==================== mpt_pipeline_ctrl
Fig. 1: mpt_pipeline_ctrl, clock nets
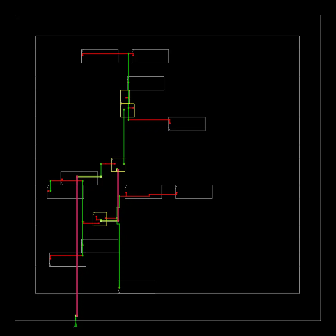

[src/rtl/mpt_pkg.sv]
// Shared types and limits for the MPT pipeline controller: per-stage flush
// commands, controller FSM states and parameter range limits.
package mpt_pkg;

  typedef enum logic [1:0] {
    MPT_FLUSH_NONE = 2'd0,
    MPT_FLUSH_SPEC = 2'd1,
    MPT_FLUSH_ALL  = 2'd2
  } mptw_flush_ctrl_e;

  typedef enum logic [2:0] {
    MPT_ST_IDLE        = 3'd0,
    MPT_ST_RUNNING     = 3'd1,
    MPT_ST_FLUSH       = 3'd2,
    MPT_ST_SPEC_FLUSH  = 3'd3,
    MPT_ST_STALL       = 3'd4,
    MPT_ST_STALL_FLUSH = 3'd5
  } mpt_state_e;

  localparam int unsigned MPT_MAX_INFLIGHT_DEF = 4;
  localparam int unsigned MPT_MAX_INFLIGHT_MIN = 1;
  localparam int unsigned MPT_MAX_INFLIGHT_LIM = 255;
  localparam int unsigned MPT_NUM_STAGES_MIN   = 2;
  localparam int unsigned MPT_NUM_STAGES_MAX   = 32;

  // States in which the global stage-enable is dropped.
  function automatic logic is_stall_state(input mpt_state_e s);
    return (s == MPT_ST_STALL) || (s == MPT_ST_STALL_FLUSH);
  endfunction

endpackage

[src/rtl/mpt_inflight_counter.sv]
// Saturation-safe up/down counter of in-flight transactions with a
// synchronous clear used when a full flush completes.
module mpt_inflight_counter
  import mpt_pkg::*;
#(
  parameter int unsigned MAX = MPT_MAX_INFLIGHT_DEF,
  parameter int unsigned W   = $clog2(MAX + 1)
) (
  input  logic         clk,
  input  logic         rst,
  input  logic         inc,
  input  logic         dec,
  input  logic         clr,
  output logic [W-1:0] count
);

  // Simultaneous inc/dec leaves the count unchanged; never wraps either way.
  always_ff @(posedge clk) begin
    if (rst || clr) begin
      count <= '0;
    end else if (inc && !dec && (count < W'(MAX))) begin
      count <= count + W'(1);
    end else if (dec && !inc && (count != '0)) begin
      count <= count - W'(1);
    end
  end

endmodule

[src/rtl/mpt_pipeline_ctrl.sv]
// Pipeline controller for the MPT walker: gates system handshakes, sequences
// flush/stall and tracks in-flight work. Optional MPT_PIPELINE_CTRL_PERF_EN
// adds saturating stall-cycle and completed-flush counters.
module mpt_pipeline_ctrl
  import mpt_pkg::*;
#(
  parameter int unsigned NUM_STAGES   = 8,
  parameter int unsigned MAX_INFLIGHT = MPT_MAX_INFLIGHT_DEF,
  parameter int unsigned CNT_WIDTH    = 32
) (
  input  logic                                           clk_i,
  input  logic                                           rst_i,
  input  logic                                           valid_req_i,
  input  logic                                           pipeline_valid_i,
  input  logic                                           pipeline_ready_i,
  output logic                                           system_valid_o,
  output logic                                           system_ready_o,
  input  logic                                           retire_valid_i,
  input  logic                                           flush_all_i,
  input  logic                                           flush_spec_i,
  input  logic                                           stall_i,
  output logic [NUM_STAGES*$bits(mptw_flush_ctrl_e)-1:0] stage_flush_o,
  input  logic [NUM_STAGES-1:0]                          stage_flush_done_i,
  input  logic [NUM_STAGES-1:0]                          stage_error_i,
  output logic                                           advance_o,
  output logic                                           busy_o,
  output logic                                           stalled_o,
  output logic                                           error_o,
  output logic [$clog2(NUM_STAGES)-1:0]                  err_stage_o,
  output logic [$clog2(MAX_INFLIGHT+1)-1:0]              inflight_o
`ifdef MPT_PIPELINE_CTRL_PERF_EN
  ,
  output logic [CNT_WIDTH-1:0]                           stall_cycles_o,
  output logic [CNT_WIDTH-1:0]                           flush_count_o
`endif
);

  localparam int unsigned SW = $clog2(NUM_STAGES);
  localparam int unsigned IW = $clog2(MAX_INFLIGHT + 1);

  if ((NUM_STAGES < MPT_NUM_STAGES_MIN) || (NUM_STAGES > MPT_NUM_STAGES_MAX)) begin : g_bad_stages
    $error("mpt_pipeline_ctrl: NUM_STAGES out of range");
  end
  if ((MAX_INFLIGHT < MPT_MAX_INFLIGHT_MIN) || (MAX_INFLIGHT > MPT_MAX_INFLIGHT_LIM)) begin : g_bad_inflight
    $error("mpt_pipeline_ctrl: MAX_INFLIGHT out of range");
  end
  if (CNT_WIDTH < 1) begin : g_bad_cnt
    $error("mpt_pipeline_ctrl: CNT_WIDTH must be positive");
  end

  mpt_state_e       state, state_nxt;
  logic             pending, pending_nxt;
  logic             error_q;
  logic [SW-1:0]    err_stage_q, err_idx;
  logic [IW-1:0]    inflight;
  logic             err_any, done_all, trans_cond, run_st, stall_st;
  logic             ready_c, accept, clr_cnt;
  mptw_flush_ctrl_e flush_cmd;

  mpt_inflight_counter #(
    .MAX (MAX_INFLIGHT),
    .W   (IW)
  ) u_inflight (
    .clk   (clk_i),
    .rst   (rst_i),
    .inc   (accept),
    .dec   (retire_valid_i),
    .clr   (clr_cnt),
    .count (inflight)
  );

  // Handshake gating and lowest-index error encoder.
  always_comb begin
    err_any    = |stage_error_i;
    done_all   = &stage_flush_done_i;
    run_st     = (state == MPT_ST_IDLE) || (state == MPT_ST_RUNNING);
    stall_st   = is_stall_state(state);
    trans_cond = flush_all_i || err_any || flush_spec_i || stall_i || !pipeline_ready_i;
    ready_c    = !rst_i && run_st && !trans_cond && (inflight < IW'(MAX_INFLIGHT));
    accept     = valid_req_i && ready_c;
    err_idx    = '0;
    for (int i = int'(NUM_STAGES) - 1; i >= 0; i--) begin
      if (stage_error_i[i]) err_idx = SW'(i);
    end
  end

  always_comb begin
    state_nxt   = state;
    pending_nxt = pending;
    clr_cnt     = 1'b0;
    case (state)
      MPT_ST_IDLE, MPT_ST_RUNNING: begin
        pending_nxt = 1'b0;
        if (flush_all_i)                       state_nxt = MPT_ST_FLUSH;
        else if (err_any)                      state_nxt = MPT_ST_STALL_FLUSH;
        else if (flush_spec_i)                 state_nxt = MPT_ST_SPEC_FLUSH;
        else if (stall_i || !pipeline_ready_i) state_nxt = MPT_ST_STALL;
        else if ((inflight == '0) && !accept)  state_nxt = MPT_ST_IDLE;
        else                                   state_nxt = MPT_ST_RUNNING;
      end
      // A full flush ignores speculative requests and new errors until done.
      MPT_ST_FLUSH, MPT_ST_STALL_FLUSH: begin
        if (done_all) begin
          state_nxt = stall_i ? MPT_ST_STALL : MPT_ST_IDLE;
          clr_cnt   = 1'b1;
        end
      end
      MPT_ST_SPEC_FLUSH: begin
        if (flush_all_i)   state_nxt = MPT_ST_FLUSH;
        else if (done_all) state_nxt = stall_i ? MPT_ST_STALL : MPT_ST_IDLE;
      end
      MPT_ST_STALL: begin
        if (flush_all_i || err_any) begin
          state_nxt   = MPT_ST_STALL_FLUSH;
          pending_nxt = 1'b0;
        end else if (!stall_i && pipeline_ready_i) begin
          if (pending || flush_spec_i) begin
            state_nxt   = MPT_ST_SPEC_FLUSH;
            pending_nxt = 1'b0;
          end else begin
            state_nxt = (inflight != '0) ? MPT_ST_RUNNING : MPT_ST_IDLE;
          end
        end else if (flush_spec_i) begin
          pending_nxt = 1'b1;
        end
      end
      default: state_nxt = MPT_ST_IDLE;
    endcase
  end

  always_ff @(posedge clk_i) begin
    if (rst_i) begin
      state       <= MPT_ST_IDLE;
      pending     <= 1'b0;
      error_q     <= 1'b0;
      err_stage_q <= '0;
    end else begin
      state       <= state_nxt;
      pending     <= pending_nxt;
      error_q     <= err_any;
      if (err_any) err_stage_q <= err_idx;
    end
  end

  // Outputs decode the state; reset forces the quiescent values immediately.
  always_comb begin
    flush_cmd = MPT_FLUSH_NONE;
    if (!rst_i) begin
      case (state)
        MPT_ST_FLUSH, MPT_ST_STALL_FLUSH: flush_cmd = MPT_FLUSH_ALL;
        MPT_ST_SPEC_FLUSH:               flush_cmd = MPT_FLUSH_SPEC;
        default:                         flush_cmd = MPT_FLUSH_NONE;
      endcase
    end
    stage_flush_o  = {NUM_STAGES{flush_cmd}};
    system_ready_o = ready_c;
    system_valid_o = !rst_i && run_st && pipeline_valid_i;
    advance_o      = rst_i || !stall_st;
    stalled_o      = !rst_i && stall_st;
    busy_o         = !rst_i && ((state != MPT_ST_IDLE) || (inflight != '0));
    error_o        = !rst_i && error_q;
    err_stage_o    = rst_i ? '0 : err_stage_q;
    inflight_o     = rst_i ? '0 : inflight;
  end

`ifdef MPT_PIPELINE_CTRL_PERF_EN
  logic flush_done;

  always_comb begin
    flush_done = done_all && ((state == MPT_ST_FLUSH) || (state == MPT_ST_STALL_FLUSH) ||
                              ((state == MPT_ST_SPEC_FLUSH) && !flush_all_i));
  end

  // Saturating performance counters.
  always_ff @(posedge clk_i) begin
    if (rst_i) begin
      stall_cycles_o <= '0;
      flush_count_o  <= '0;
    end else begin
      if (stall_st && (stall_cycles_o != '1)) stall_cycles_o <= stall_cycles_o + CNT_WIDTH'(1);
      if (flush_done && (flush_count_o != '1)) flush_count_o <= flush_count_o + CNT_WIDTH'(1);
    end
  end
`endif

endmodule

[config.mk]
export PLATFORM = sky130hd
export DESIGN_NAME = mpt_pipeline_ctrl
export DESIGN_NICKNAME = d
export VERILOG_FILES = /design/src/rtl/mpt_pkg.sv /design/src/rtl/mpt_inflight_counter.sv /design/src/rtl/mpt_pipeline_ctrl.sv
export SDC_FILE = /design/constraint.sdc
export NUM_CORES = 1
export LEC_CHECK = 0
export CAP_MARGIN = 10
export CORE_MARGIN = 4
export CORE_UTILIZATION = 35
export CTS_CLUSTER_DIAMETER = 120
export DETAILED_ROUTE_END_ITERATION = 16
export GPL_TIMING_DRIVEN = 0
export PLACE_DENSITY = 0.76
export RECOVER_POWER = 25
export SETUP_SLACK_MARGIN = 0.05
export SLEW_MARGIN = 15
export SYNTH_ARGS = -nofsm -noshare
export SYNTH_HDL_FRONTEND = slang
export SYNTH_SLANG_ARGS = --single-unit
[constraint.sdc]
create_clock -name clk_i -period 2.8 [get_ports clk_i]
set_clock_uncertainty 0.05 [all_clocks]
set_input_delay 0.42 -clock clk_i [delete_from_list [all_inputs] [get_ports clk_i]]
set_output_delay 0.42 -clock clk_i [all_outputs]
set_load 0.03 [all_outputs]
==================== bus_slot_arbiter_flat
`src/rtl/bus_slot_arbiter_if.sv`:
```
// Handshake bundle between the slot arbiter and the 16 node serializers.
// slave = arbiter side, master = node/requester side.
interface bus_slot_arbiter_if #(
    parameter int NODES = 16,
    parameter int IDX_W = 7
);
    logic [NODES-1:0] req;
    logic [NODES-1:0] grant;
    logic [3:0]       grant_idx;
    logic             bus_busy;
    logic [IDX_W-1:0] bit_idx;
    logic             frame_start;
    logic             frame_done;

    modport slave (
        input  req,
        output grant,
        output grant_idx,
        output bus_busy,
        output bit_idx,
        output frame_start,
        output frame_done
    );

    modport master (
        output req,
        input  grant,
        input  grant_idx,
        input  bus_busy,
        input  bit_idx,
        input  frame_start,
        input  frame_done
    );
endinterface

```
`src/rtl/bus_slot_arbiter.sv`:
```
// Round-robin frame-slot arbiter for the shared serial bus, with frame bit timing.
// Optional BUS_SLOT_ARB_PRIO0_EN: node 0 always wins and does not move the rotation.
module bus_slot_arbiter #(
    parameter int NODES      = 16,
    parameter int FRAME_BITS = 78,
    parameter int GAP_CYCLES = 2
) (
    input  logic          clock,
    input  logic          reset_n,
    bus_slot_arbiter_if.slave bus
);
    localparam int IDX_W    = $clog2(FRAME_BITS);
    localparam int PTR_W    = $clog2(NODES);
    localparam int GAP_W    = (GAP_CYCLES > 1) ? $clog2(GAP_CYCLES) : 1;
    localparam int GAP_LAST = (GAP_CYCLES > 0) ? GAP_CYCLES - 1 : 0;
    localparam logic [IDX_W-1:0] LAST_BIT = IDX_W'(FRAME_BITS - 1);
    localparam logic [NODES-1:0] ONE_HOT0 = NODES'(1);

    typedef enum logic [1:0] {
        IDLE,
        XMIT,
        GAP
    } state_t;

    state_t           state_q, state_d;
    logic [PTR_W-1:0] rr_ptr_q, rr_ptr_d;
    logic [NODES-1:0] grant_q, grant_d;
    logic [PTR_W-1:0] grant_idx_q, grant_idx_d;
    logic             bus_busy_q, bus_busy_d;
    logic [IDX_W-1:0] bit_idx_q, bit_idx_d;
    logic             frame_start_q, frame_start_d;
    logic             frame_done_q, frame_done_d;
    logic [GAP_W-1:0] gap_cnt_q, gap_cnt_d;

    logic             found;
    logic [PTR_W-1:0] win;
    logic [PTR_W-1:0] cand;
    logic             ptr_adv;

    // Search starts at rr_ptr and wraps; the first requester found wins.
    always_comb begin
        found   = 1'b0;
        win     = '0;
        cand    = '0;
        ptr_adv = 1'b1;
        for (int k = 0; k < NODES; k++) begin
            cand = rr_ptr_q + PTR_W'(k);
            if (!found && bus.req[cand]) begin
                found = 1'b1;
                win   = cand;
            end
        end
`ifdef BUS_SLOT_ARB_PRIO0_EN
        if (bus.req[0]) begin
            found   = 1'b1;
            win     = '0;
            ptr_adv = 1'b0;
        end
`endif
    end

    always_comb begin
        state_d       = state_q;
        rr_ptr_d      = rr_ptr_q;
        grant_d       = grant_q;
        grant_idx_d   = grant_idx_q;
        bus_busy_d    = bus_busy_q;
        bit_idx_d     = bit_idx_q;
        frame_start_d = 1'b0;
        frame_done_d  = 1'b0;
        gap_cnt_d     = gap_cnt_q;
        case (state_q)
            IDLE: begin
                if (found) begin
                    state_d       = XMIT;
                    grant_d       = ONE_HOT0 << win;
                    grant_idx_d   = win;
                    bus_busy_d    = 1'b1;
                    bit_idx_d     = '0;
                    frame_start_d = 1'b1;
                    if (ptr_adv) rr_ptr_d = win + PTR_W'(1);
                end
            end
            XMIT: begin
                if (bit_idx_q == LAST_BIT) begin
                    grant_d     = '0;
                    grant_idx_d = '0;
                    bus_busy_d  = 1'b0;
                    bit_idx_d   = '0;
                    gap_cnt_d   = '0;
                    state_d     = (GAP_CYCLES > 0) ? GAP : IDLE;
                end else begin
                    bit_idx_d    = bit_idx_q + IDX_W'(1);
                    frame_done_d = (bit_idx_q == LAST_BIT - IDX_W'(1));
                end
            end
            GAP: begin
                if (gap_cnt_q == GAP_W'(GAP_LAST)) state_d = IDLE;
                else gap_cnt_d = gap_cnt_q + GAP_W'(1);
            end
            default: state_d = IDLE;
        endcase
    end

    always_ff @(posedge clock or negedge reset_n) begin
        if (!reset_n) begin
            state_q       <= IDLE;
            rr_ptr_q      <= '0;
            grant_q       <= '0;
            grant_idx_q   <= '0;
            bus_busy_q    <= 1'b0;
            bit_idx_q     <= '0;
            frame_start_q <= 1'b0;
            frame_done_q  <= 1'b0;
            gap_cnt_q     <= '0;
        end else begin
            state_q       <= state_d;
            rr_ptr_q      <= rr_ptr_d;
            grant_q       <= grant_d;
            grant_idx_q   <= grant_idx_d;
            bus_busy_q    <= bus_busy_d;
            bit_idx_q     <= bit_idx_d;
            frame_start_q <= frame_start_d;
            frame_done_q  <= frame_done_d;
            gap_cnt_q     <= gap_cnt_d;
        end
    end

    assign bus.grant       = grant_q;
    assign bus.grant_idx   = 4'(grant_idx_q);
    assign bus.bus_busy    = bus_busy_q;
    assign bus.bit_idx     = bit_idx_q;
    assign bus.frame_start = frame_start_q;
    assign bus.frame_done  = frame_done_q;
endmodule

```
`src/flat_wrapper.sv`:
```
// flat-port wrapper written by rule: the top's interface ports become plain ports
module bus_slot_arbiter_flat 
#(
    parameter int NODES      = 16,
    parameter int FRAME_BITS = 78,
    parameter int GAP_CYCLES = 2
)
  (clock, reset_n, bus_req, bus_grant, bus_grant_idx, bus_bus_busy, bus_bit_idx, bus_frame_start, bus_frame_done);
  bus_slot_arbiter_if #(.NODES(NODES), .IDX_W(7)) bus_i ();
  input  logic clock;
  input  logic reset_n;
  input wire logic [$bits(bus_i.req)-1:0] bus_req;
  output wire logic [$bits(bus_i.grant)-1:0] bus_grant;
  output wire logic [$bits(bus_i.grant_idx)-1:0] bus_grant_idx;
  output wire logic [$bits(bus_i.bus_busy)-1:0] bus_bus_busy;
  output wire logic [$bits(bus_i.bit_idx)-1:0] bus_bit_idx;
  output wire logic [$bits(bus_i.frame_start)-1:0] bus_frame_start;
  output wire logic [$bits(bus_i.frame_done)-1:0] bus_frame_done;
  assign bus_i.req = bus_req;
  assign bus_grant = bus_i.grant;
  assign bus_grant_idx = bus_i.grant_idx;
  assign bus_bus_busy = bus_i.bus_busy;
  assign bus_bit_idx = bus_i.bit_idx;
  assign bus_frame_start = bus_i.frame_start;
  assign bus_frame_done = bus_i.frame_done;
  bus_slot_arbiter #(.NODES(NODES), .FRAME_BITS(FRAME_BITS), .GAP_CYCLES(GAP_CYCLES)) u_core (.clock(clock), .reset_n(reset_n), .bus(bus_i));
endmodule
```
`config.mk`:
```
export PLATFORM = sky130hd
export DESIGN_NAME = bus_slot_arbiter_flat
export DESIGN_NICKNAME = d
export VERILOG_FILES = /design/src/rtl/bus_slot_arbiter_if.sv /design/src/rtl/bus_slot_arbiter.sv /design/src/flat_wrapper.sv
export SDC_FILE = /design/constraint.sdc
export NUM_CORES = 1
export LEC_CHECK = 0
export CORE_MARGIN = 2
export CORE_UTILIZATION = 50
export DETAILED_ROUTE_END_ITERATION = 8
export PLACE_DENSITY = 0.73
export SLEW_MARGIN = 10
export SYNTH_ARGS = -nofsm -noshare
export SYNTH_HDL_FRONTEND = slang
export SYNTH_SLANG_ARGS = --single-unit
```
`constraint.sdc`:
```
create_clock -name clock -period 6.2 [get_ports clock]
set_input_delay 0.62 -clock clock [delete_from_list [all_inputs] [get_ports clock]]
set_output_delay 0.62 -clock clock [all_outputs]
set_load 0.05 [all_outputs]
```
==================== m_serialshift
## config.mk

```make
export PLATFORM = sky130hd
export DESIGN_NAME = m_serialshift
export DESIGN_NICKNAME = d
export VERILOG_FILES = /design/src/rtl/m_serialshift_pkg.sv /design/src/rtl/m_shcount_dn.sv /design/src/rtl/m_serialshift.sv
export SDC_FILE = /design/constraint.sdc
export NUM_CORES = 1
export LEC_CHECK = 0
export ABC_AREA = 1
export CORE_UTILIZATION = 40
export DETAILED_ROUTE_END_ITERATION = 8
export PLACE_DENSITY_LB_ADDON = 0.3
export RECOVER_POWER = 100
export SYNTH_ARGS = -nofsm -noshare
export SYNTH_HDL_FRONTEND = slang
export SYNTH_SLANG_ARGS = --single-unit
```

## constraint.sdc

```tcl
create_clock -name clk -period 1.8 [get_ports clk]
set_clock_uncertainty 0.05 [all_clocks]
set_input_delay 0.36 -clock clk [delete_from_list [all_inputs] [get_ports clk]]
set_output_delay 0.36 -clock clk [all_outputs]
set_load 0.02 [all_outputs]
```

## src/rtl/m_serialshift_pkg.sv

```systemverilog
// Shared encodings and the single-step shift helper for the bit-serial shifter.
package m_serialshift_pkg;

    localparam int unsigned XLEN = 32;
    localparam int unsigned SHW  = 5;

    localparam logic [1:0] SH_SLL = 2'b00;
    localparam logic [1:0] SH_SRL = 2'b01;
    localparam logic [1:0] SH_SRA = 2'b10;

    typedef enum logic [1:0] {
        StIdle,
        StShift,
        StDone
    } state_e;

    // One bit position per call; the reserved encoding falls through to SRL.
    function automatic logic [XLEN-1:0] shift_one(input logic [1:0] op,
                                                  input logic [XLEN-1:0] val);
        case (op)
            SH_SLL:  return {val[XLEN-2:0], 1'b0};
            SH_SRA:  return {val[XLEN-1], val[XLEN-1:1]};
            default: return {1'b0, val[XLEN-1:1]};
        endcase
    endfunction

endpackage

```

## src/rtl/m_shcount_dn.sv

```systemverilog
// Loadable 5-bit down counter with equality flags for one and zero.
module m_shcount_dn
    import m_serialshift_pkg::*;
(
    input  logic           clk,
    input  logic           rst_n,
    input  logic           load,
    input  logic           dec,
    input  logic [SHW-1:0] din,
    output logic [SHW-1:0] cnt,
    output logic           is_one,
    output logic           is_zero
);

    logic [SHW-1:0] cnt_q;

    always_ff @(posedge clk or negedge rst_n) begin
        if (!rst_n) begin
            cnt_q <= '0;
        end else if (load) begin
            cnt_q <= din;
        end else if (dec) begin
            cnt_q <= cnt_q - SHW'(1);
        end
    end

    assign cnt     = cnt_q;
    assign is_one  = (cnt_q == SHW'(1));
    assign is_zero = (cnt_q == '0);

endmodule

```

## src/rtl/m_serialshift.sv

```systemverilog
// Bit-serial RV32 shift stage: shifts one position per clock, pulses done when finished.
module m_serialshift
    import m_serialshift_pkg::*;
#(
    parameter int unsigned XLEN_P = 32  // only 32 is supported
) (
    input  logic              clk,
    input  logic              rst_n,
    input  logic              start,
    input  logic [1:0]        op,
    input  logic [XLEN_P-1:0] operand,
    input  logic [SHW-1:0]    shamt,
    output logic              busy,
    output logic              lastshift,
    output logic              issh0,
    output logic              done,
    output logic [XLEN_P-1:0] result
);

    state_e            state_q;
    logic [XLEN-1:0]   result_q;
    logic [1:0]        opr_q;
    logic              issh0_q;
    logic              busy_q;
    logic              done_q;

    logic              accept;
    logic              in_shift;
    logic [SHW-1:0]    cnt;
    logic              cnt_is_one;
    logic              cnt_is_zero;
    logic              unused_cnt;

    assign accept   = (state_q == StIdle) && start;
    assign in_shift = (state_q == StShift);

    m_shcount_dn u_count (
        .clk     (clk),
        .rst_n   (rst_n),
        .load    (accept),
        .dec     (in_shift),
        .din     (shamt),
        .cnt     (cnt),
        .is_one  (cnt_is_one),
        .is_zero (cnt_is_zero)
    );

    assign unused_cnt = ^cnt;

    always_ff @(posedge clk or negedge rst_n) begin
        if (!rst_n) begin
            state_q  <= StIdle;
            result_q <= '0;
            opr_q    <= SH_SLL;
            issh0_q  <= 1'b0;
            busy_q   <= 1'b0;
            done_q   <= 1'b0;
        end else begin
            case (state_q)
                StIdle: begin
                    if (start) begin
                        result_q <= operand;
                        opr_q    <= op;
                        issh0_q  <= (shamt == '0);
                        busy_q   <= 1'b1;
                        done_q   <= (shamt == '0);
                        state_q  <= (shamt == '0) ? StDone : StShift;
                    end
                end
                StShift: begin
                    result_q <= shift_one(opr_q, result_q);
                    // is_zero is unreachable here; treated as a safe exit rather than a wrap
                    if (cnt_is_one || cnt_is_zero) begin
                        done_q  <= 1'b1;
                        state_q <= StDone;
                    end
                end
                StDone: begin
                    busy_q  <= 1'b0;
                    done_q  <= 1'b0;
                    state_q <= StIdle;
                end
                default: begin
                    busy_q  <= 1'b0;
                    done_q  <= 1'b0;
                    state_q <= StIdle;
                end
            endcase
        end
    end

    assign busy      = busy_q;
    assign done      = done_q;
    assign issh0     = issh0_q;
    assign result    = result_q;
    assign lastshift = in_shift && cnt_is_one;

endmodule

```

==================== alu_operand_sequencer
File: src/rtl/alu_operand_sequencer_pkg.sv
// Shared encodings for the ALU operand sequencer: FSM state codes and the
// function codes understood by the attached 4-bit ALU.
package alu_operand_sequencer_pkg;

  typedef enum logic [1:0] {
    S_IDLE    = 2'b00,
    S_WAIT_B  = 2'b01,
    S_EXEC    = 2'b10,
    S_CAPTURE = 2'b11
  } state_t;

  localparam logic [2:0] FN_ADD_FA  = 3'b000;
  localparam logic [2:0] FN_ADD     = 3'b001;
  localparam logic [2:0] FN_SEXT_B  = 3'b010;
  localparam logic [2:0] FN_OR_RED  = 3'b011;
  localparam logic [2:0] FN_AND_RED = 3'b100;
  localparam logic [2:0] FN_CONCAT  = 3'b101;

endpackage

File: src/rtl/alu_operand_sequencer_go_edge_sync.sv
// Synchronizes the asynchronous Go push-button level and emits a single-cycle
// pulse on each synchronized rising edge.
module go_edge_sync #(
  parameter int GO_SYNC_STAGES = 2
) (
  input  logic clk,
  input  logic rst_n,
  input  logic go,
  output logic go_pulse
);

  logic [GO_SYNC_STAGES-1:0] sync_q;
  logic                      go_prev_q;

  always_ff @(posedge clk or negedge rst_n) begin
    if (!rst_n) begin
      sync_q    <= '0;
      go_prev_q <= 1'b0;
    end else begin
      sync_q    <= {sync_q[GO_SYNC_STAGES-2:0], go};
      go_prev_q <= sync_q[GO_SYNC_STAGES-1];
    end
  end

  // A held button keeps sync and prev equal, so only the first cycle pulses.
  assign go_pulse = sync_q[GO_SYNC_STAGES-1] & ~go_prev_q;

endmodule

File: src/rtl/alu_operand_sequencer.sv
// Collects A and B serially from one data bus on Go presses, holds them with the
// function code for the external ALU, and registers the ALU output into Result.
module alu_operand_sequencer
  import alu_operand_sequencer_pkg::*;
#(
  parameter int DATA_W         = 4,
  parameter int RES_W          = 8,
  parameter int FUNC_W         = 3,
  parameter int GO_SYNC_STAGES = 2
) (
  input  logic              Clock,
  input  logic              Reset_b,
  input  logic [DATA_W-1:0] Data,
  input  logic [FUNC_W-1:0] Func,
  input  logic              Acc,
  input  logic              Go,
  input  logic [RES_W-1:0]  ALUout,
  output logic [DATA_W-1:0] A,
  output logic [DATA_W-1:0] B,
  output logic [FUNC_W-1:0] Function,
  output logic [RES_W-1:0]  Result,
  output logic              Valid,
  output logic              Busy,
  output logic [1:0]        State
);

  state_t state_q, state_d;
  logic   go_pulse;
  logic   load_a, load_b_data, load_b_acc, capture;
  logic   vld_p1;

  go_edge_sync #(
    .GO_SYNC_STAGES(GO_SYNC_STAGES)
  ) u_go_sync (
    .clk     (Clock),
    .rst_n   (Reset_b),
    .go      (Go),
    .go_pulse(go_pulse)
  );

  always_ff @(posedge Clock or negedge Reset_b) begin
    if (!Reset_b) state_q <= S_IDLE;
    else          state_q <= state_d;
  end

  // Presses arriving in EXEC or CAPTURE fall through the case and are dropped.
  always_comb begin
    state_d     = state_q;
    load_a      = 1'b0;
    load_b_data = 1'b0;
    load_b_acc  = 1'b0;
    capture     = 1'b0;
    case (state_q)
      S_IDLE: begin
        if (go_pulse) begin
          load_a = 1'b1;
          if (Acc) begin
            load_b_acc = 1'b1;
            state_d    = S_EXEC;
          end else begin
            state_d    = S_WAIT_B;
          end
        end
      end
      S_WAIT_B: begin
        if (go_pulse) begin
          load_b_data = 1'b1;
          state_d     = S_EXEC;
        end
      end
      S_EXEC:    state_d = S_CAPTURE;
      S_CAPTURE: begin
        capture = 1'b1;
        state_d = S_IDLE;
      end
      default:   state_d = S_IDLE;
    endcase
  end

  // Capture stage: Result and its Valid pulse appear together one edge after CAPTURE.
  always_ff @(posedge Clock or negedge Reset_b) begin
    if (!Reset_b) begin
      A        <= '0;
      B        <= '0;
      Function <= '0;
      Result   <= '0;
      vld_p1   <= 1'b0;
    end else begin
      if (load_a) begin
        A        <= Data;
        Function <= Func;
      end
      if (load_b_data)     B <= Data;
      else if (load_b_acc) B <= Result[DATA_W-1:0];
      if (capture) Result <= ALUout;
      vld_p1 <= capture;
    end
  end

  assign Valid = vld_p1;
  assign Busy  = (state_q != S_IDLE);
  assign State = state_q;

endmodule

File: config.mk
export PLATFORM = sky130hd
export DESIGN_NAME = alu_operand_sequencer
export DESIGN_NICKNAME = d
export VERILOG_FILES = /design/src/rtl/alu_operand_sequencer_pkg.sv /design/src/rtl/alu_operand_sequencer_go_edge_sync.sv /design/src/rtl/alu_operand_sequencer.sv
export SDC_FILE = /design/constraint.sdc
export NUM_CORES = 1
export LEC_CHECK = 0
export CAP_MARGIN = 0
export CELL_PAD_IN_SITES_DETAIL_PLACEMENT = 0
export CELL_PAD_IN_SITES_GLOBAL_PLACEMENT = 1
export CORE_AREA = 2 2 58 60
export DETAILED_ROUTE_END_ITERATION = 6
export DIE_AREA = 0 0 60 62
export PLACE_DENSITY_LB_ADDON = 0.1
export SLEW_MARGIN = 40
export SYNTH_ARGS = -nofsm -noshare
export SYNTH_HDL_FRONTEND = slang
export SYNTH_HIERARCHICAL = 1
export SYNTH_SLANG_ARGS = --single-unit
File: constraint.sdc
create_clock -name Clock -period 2.1 [get_ports Clock]
set_clock_uncertainty 0.2 [all_clocks]
set_input_delay 0.525 -clock Clock [delete_from_list [all_inputs] [get_ports Clock]]
set_output_delay 0.525 -clock Clock [all_outputs]
set_load 0.005 [all_outputs]
Fig. 2: mpt_pipeline_ctrl, M2 wires
Drawn at 6 px/micron.
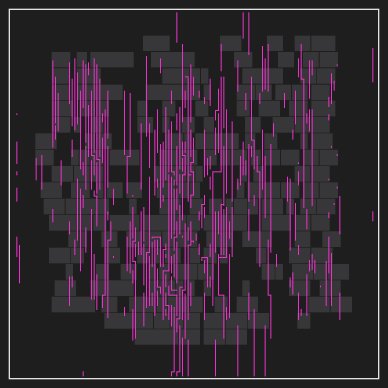
longest straight run = 30.9 microns
share of all routed wire = 50%
nets with wire on the layer = 188
drt total wl: 3.130 mm
GRT met2 Usage: 32.63%
DR vias: 1166

## Picture notes: Fig. 1
Clk power: 0.111 mW
clkbuf count: 3
Flops: 11
Num CTS Buffers: 3

==> job_summary.md, mpt_pipeline_ctrl <==
### Yosys + OpenROAD results

| Metric | Value |
|---|---|
| HP Start | `err_stage_q[0]` |
| Fin crit share | `between 90 and 100%` |
| Outcome | `finished clean` |
| Vias per cell | `roughly 5.2` |
| Dpl cells | `approximately 210` |
| Port buffer count | `a little over 50` |
| Cells in synth_stat.txt | `131` |
| IO Count | `between 50 and 60` |
| Worst path slowest cell | `or4_4` |
| Arr. time, crit path | `2.92 ns` |
| Wire length of the first global-routing pass | `4.885 mm` |
| Setup-failing EPs final | `0` |
| Flops & latches, synth | `11` |
| R2R setup slack | `between 0.2 and 0.3 ns` |
| Drt wl/cell | `between 10 and 15 microns` |
| Cell Type Count | `roughly 40` |
| Starting DRC count in detailed routing | `22` |
| Setup WS pre-CTS | `-0.5425 ns` |
| Post-CTS Setup Bufs | `6` |
| # diodes | `0` |
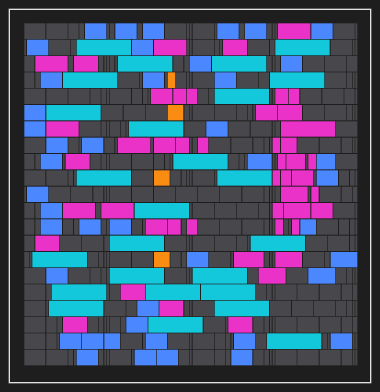
Fig. 3. Placed cells, one color a class (alu_operand_sequencer).
Drawn at 6 px/micron. Fill, decap, tap and diode cells in gray.
combinational and other logic -> magenta  # cells 47
sequential cells -> cyan  # cells 25
clock drivers and dummy loads -> orange  # cells 4
remaining buffers and delay cells -> blue  # cells 44
Seq/total area: 39.03%
core box area: 3179 sq um
post-layout util: 50.41%
Design Area, Final: 1603 sq um

==> job_summary.md, alu_operand_sequencer <==
### Yosys + OpenROAD results

| Metric | Value |
|---|---|
| Most frequent cells in the layout | `38 x clkdlybuf4s50_1, 25 x dfrtp_1, 8 x mux2_2, 7 x mux2_4` |
| Max reg flops | `8` |
| Fin crit share | `95.48%` |
| Clock buffers and inverters, area share | `~1.6%` |
| CP top delay family | `flip-flops` |
| Main synth FF type | `dfrtp_1` |
| Synthesis Warnings | `6` |
| Vias in the first global route | `704` |
| WHS Endpoint | `u_go_sync/sync_q[1]` |
| Mi-comb count | `43` |
| Total global-route track usage | `between 10% and 20%` |
| Worst R2R Path Depth | `3` |
| Comb area | `437.9 sq um` |
| # diodes | `0` |
| Largest class | `sequential cells` |
| Die X | `about 60 microns` |
| Inverter count | `4` |
| CP max stage delay | `roughly 0.42 ns` |
| Hold buffers post-CTS | `0` |
| GRT met2 Usage | `between 10% and 20%` |
| Top cells, area | `dfrtp_1 58%, mux2_4 9.7%, mux2_2 8.4%, ha_1 5.8%, mux2i_1 5.6%` |
| Num CTS Buffers | `3` |
| Fmax | `498.7 MHz` |
| Reg-to-Reg Start | `State[1]` |
| Setup-failing EPs final | `0` |
| Largest Pwr Group | `combinational logic` |
| Seq/Total Area, Yosys | `about 58%` |
| Outcome | `finished clean` |
| Critical path origin | `State[1]` |
| Remaining Overflow, GRT | `0` |
| Cell with the most instances after synthesis | `dfrtp_1` |
| Min-Delay Path Class | `flip-flop to flip-flop` |
| Clk power | `between 0.2 and 0.25 mW` |
| Post-CTS Setup Bufs | `0` |
| Starting DRC count in detailed routing | `12` |
| Mapped cell area | `~1100 sq um` |
| # fillers | `roughly 300` |
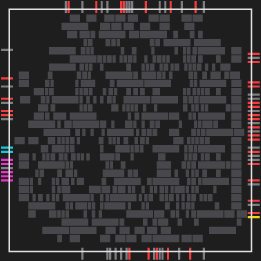
Fig. 4. Ports around the boundary (m_serialshift).
Drawn at 3 px/micron. Pins as bars across the die edge, other pins in gray.
result -> red  # pins 32, direction output, edge 16 right, 7 top, 5 bottom, 4 left
op -> cyan  # pins 2, direction input, edge left
rst_n -> yellow  # pins 1, direction input, edge right
shamt -> magenta  # pins 5, direction input, edge left
all pins by edge = 28 right, 18 top, 16 bottom, 16 left
port buffer count: 77
die height: 80.24 microns

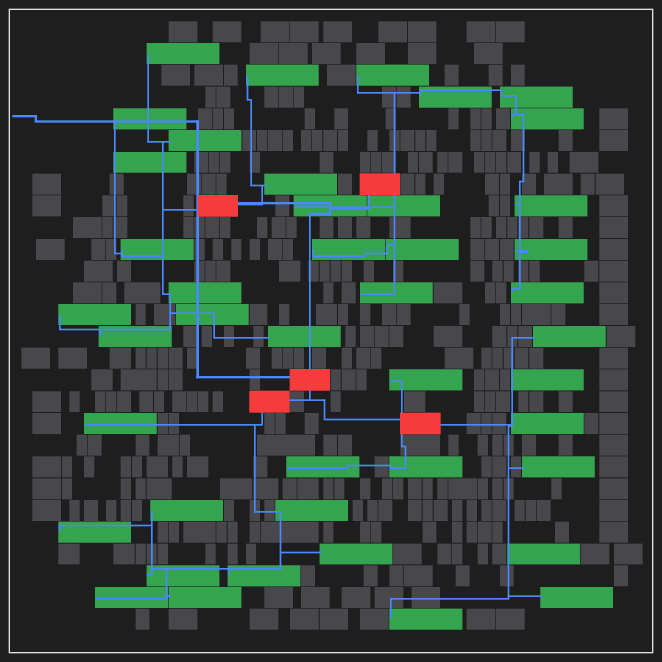
Fig. 5. Routed clock nets over the placement (m_serialshift).
Drawn at 8 px/micron.
flip-flops -> green  # count 43
clock wires -> blue  # length 579 microns
clock drivers -> red  # count 5
flops lie = widely spread
Worst-Skew Late Latency: 0.29 ns
clock network fraction of total power: 9.4%
Clk power: 0.630 mW

==> job_summary.md, m_serialshift <==
### Yosys + OpenROAD results

| Metric | Value |
|---|---|
| Outcome | `finished clean` |
| Met3 Track Usage GR | `4.659%` |
| Crit Path Class | `flip-flop to primary output` |
| Cell with the most instances after synthesis | `nand2_1` |
| CP Buf/Inv Count | `1` |
| Seq/Total Area, Yosys | `between 40% and 50%` |
| Arr. time, crit path | `about 1.3 ns` |
| Vias in the first global route | `around 2500` |
| Cells in synth_stat.txt | `~350` |
| Worst path required time | `roughly 1.4 ns` |
| Num rows | `28` |
| Hold WS | `approximately 0.44 ns` |
| NonClk Buf Share | `a little over a quarter` |
| Starting DRC count in detailed routing | `roughly 170` |
| Layout Nets | `roughly 480` |
| Flops | `approximately 43` |
| AND-OR/OR-AND share of the synthesized area | `about 14%` |
| Clock Path Buffers | `2` |
| Setup TNS | `0 ns` |
| GPL Wtd Cong | `~0.86` |
| Worst path slowest cell | `clkdlybuf4s50_1` |
| CP Launch Type | `flip-flop` |
| Remaining Overflow, GRT | `0` |
| Post-CTS Setup Bufs | `0` |
| Max IR drop VDD | `0.7754 mV` |
| Largest Pwr Group | `combinational logic` |
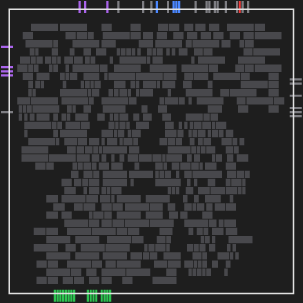
Fig. 6. Ports around the boundary (bus_slot_arbiter_flat).
Drawn at 3 px/micron. Pins as bars across the die edge, other pins in gray.
bus_grant_idx -> blue  # pins 4, direction output, edge top
bus_req -> green  # pins 16, direction input, edge bottom
bus_bit_idx -> purple  # pins 7, direction output, edge 4 left, 3 top
reset_n -> red  # pins 1, direction input, edge top
all pins by edge = 21 top, 16 bottom, 6 right, 5 left
Die X: 94.21 microns
port buffer count: 47
die height: 94.21 microns

==> job_summary.md, bus_slot_arbiter_flat <==
### Yosys + OpenROAD results

| Metric | Value |
|---|---|
| Top cells by count, synth | `42 x nand2_1, 37 x dfrtp_1, 30 x mux4_2, 25 x nor2_1, 23 x o21ai_0` |
| Setup-failing EPs final | `0` |
| Top comb family, area | `multiplexers` |
| Syn Nets | `about 450` |
| Clock buffers and inverters, area share | `1.761%` |
| Largest class | `multi-input combinational cells` |
| Setup WS post-layout | `between 1 and 1.5 ns` |
| Post-CTS sizing | `0` |
| CP top delay family | `simple AND/OR/NAND/NOR gates` |
| Mi-comb count | `approximately 340` |
| Asr flop ratio synth | `100.0%` |
| Combinational fraction of design power | `around 22%` |
| Worst path slowest cell | `ha_1` |
| Combinational gate power | `approximately 0.12 mW` |
| Outcome | `finished clean` |
| Wire length of the first global-routing pass | `~18 mm` |
| CP Buf/Inv Count | `3` |
| Mean cell area of the mapped netlist | `just under 10 sq um` |
| Fin crit period | `slightly above 5 ns` |
| Final hold violation count | `0` |
| Core box area | `roughly 7800 sq um` |
| Power Dens Cells | `between 100 and 150 nW/um^2` |
| AND-OR/OR-AND share of the synthesized area | `a little over a fifth` |
| Drt first pass iters | `5` |


## Gallery

Routed clock nets over the placement.
Plate I
Drawn at 6 px/micron.
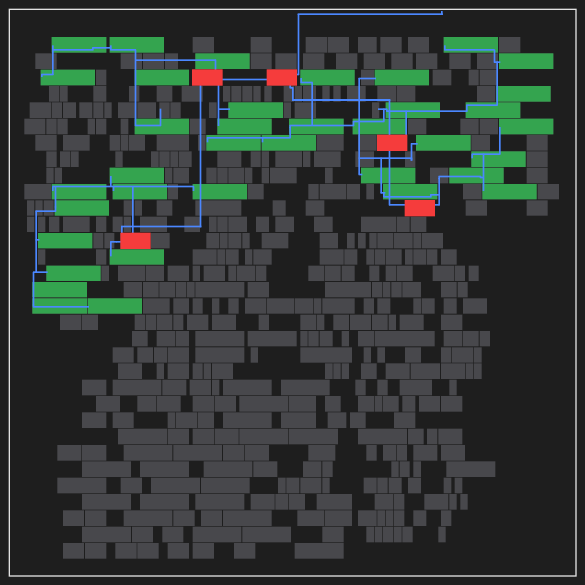
Plate II
Drawn at 10 px/micron.
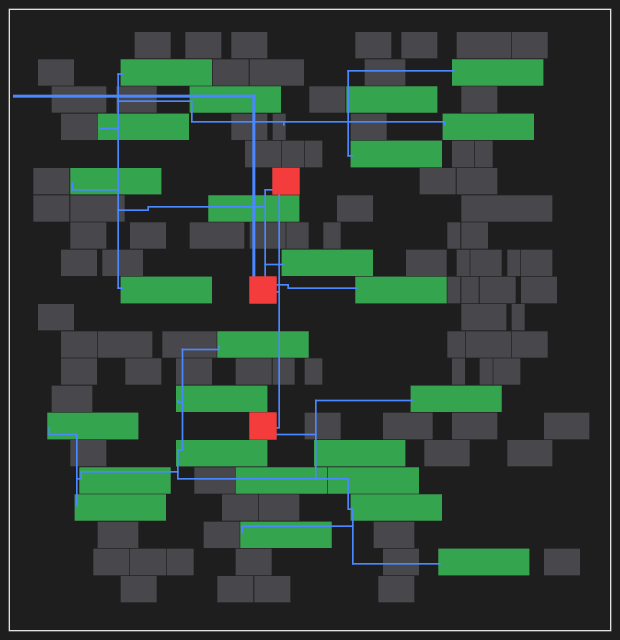
Plate III
Drawn at 10 px/micron.
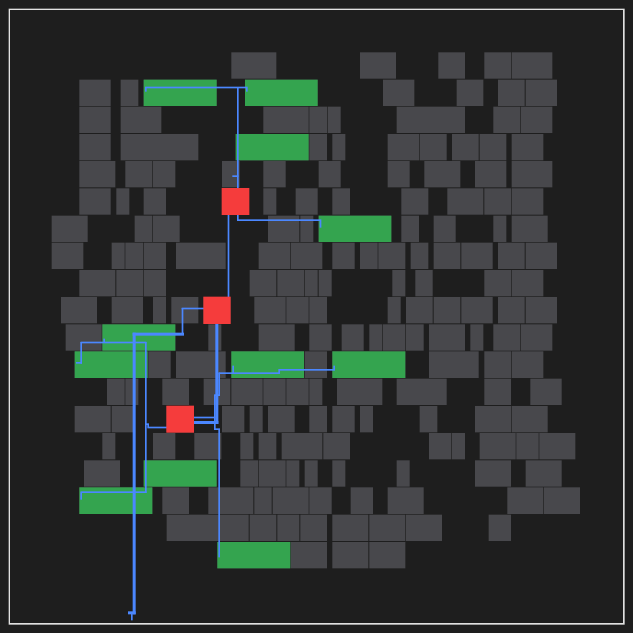
- Plate II = alu_operand_sequencer
- Plate III = mpt_pipeline_ctrl
- Plate I = bus_slot_arbiter_flat


## Gallery

M2 wires.
image #1
Drawn at 6 px/micron.
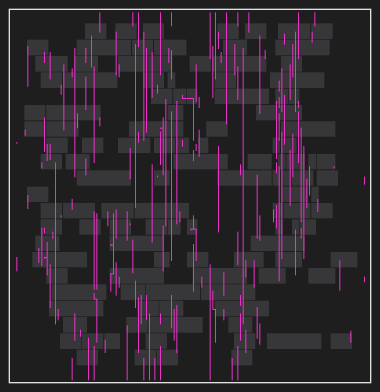
image #2
Drawn at 4 px/micron.
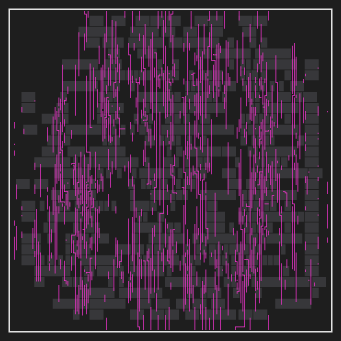
image #3
Drawn at 4 px/micron.
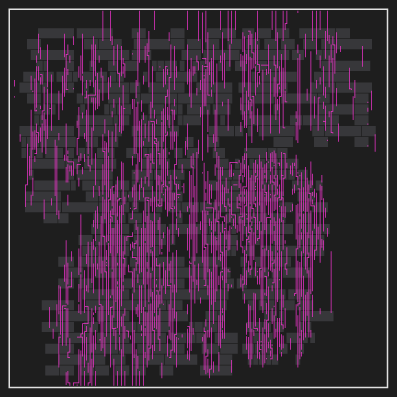
m_serialshift -> image #2
alu_operand_sequencer -> image #1
bus_slot_arbiter_flat -> image #3
Of these, smallest die: image #1
Of these, largest die: image #3

Key to image #1:
wire length on this layer = 1030 microns
longest straight run = 45.9 microns

Power figures rest on the tool's default switching activity, not on a simulated workload.
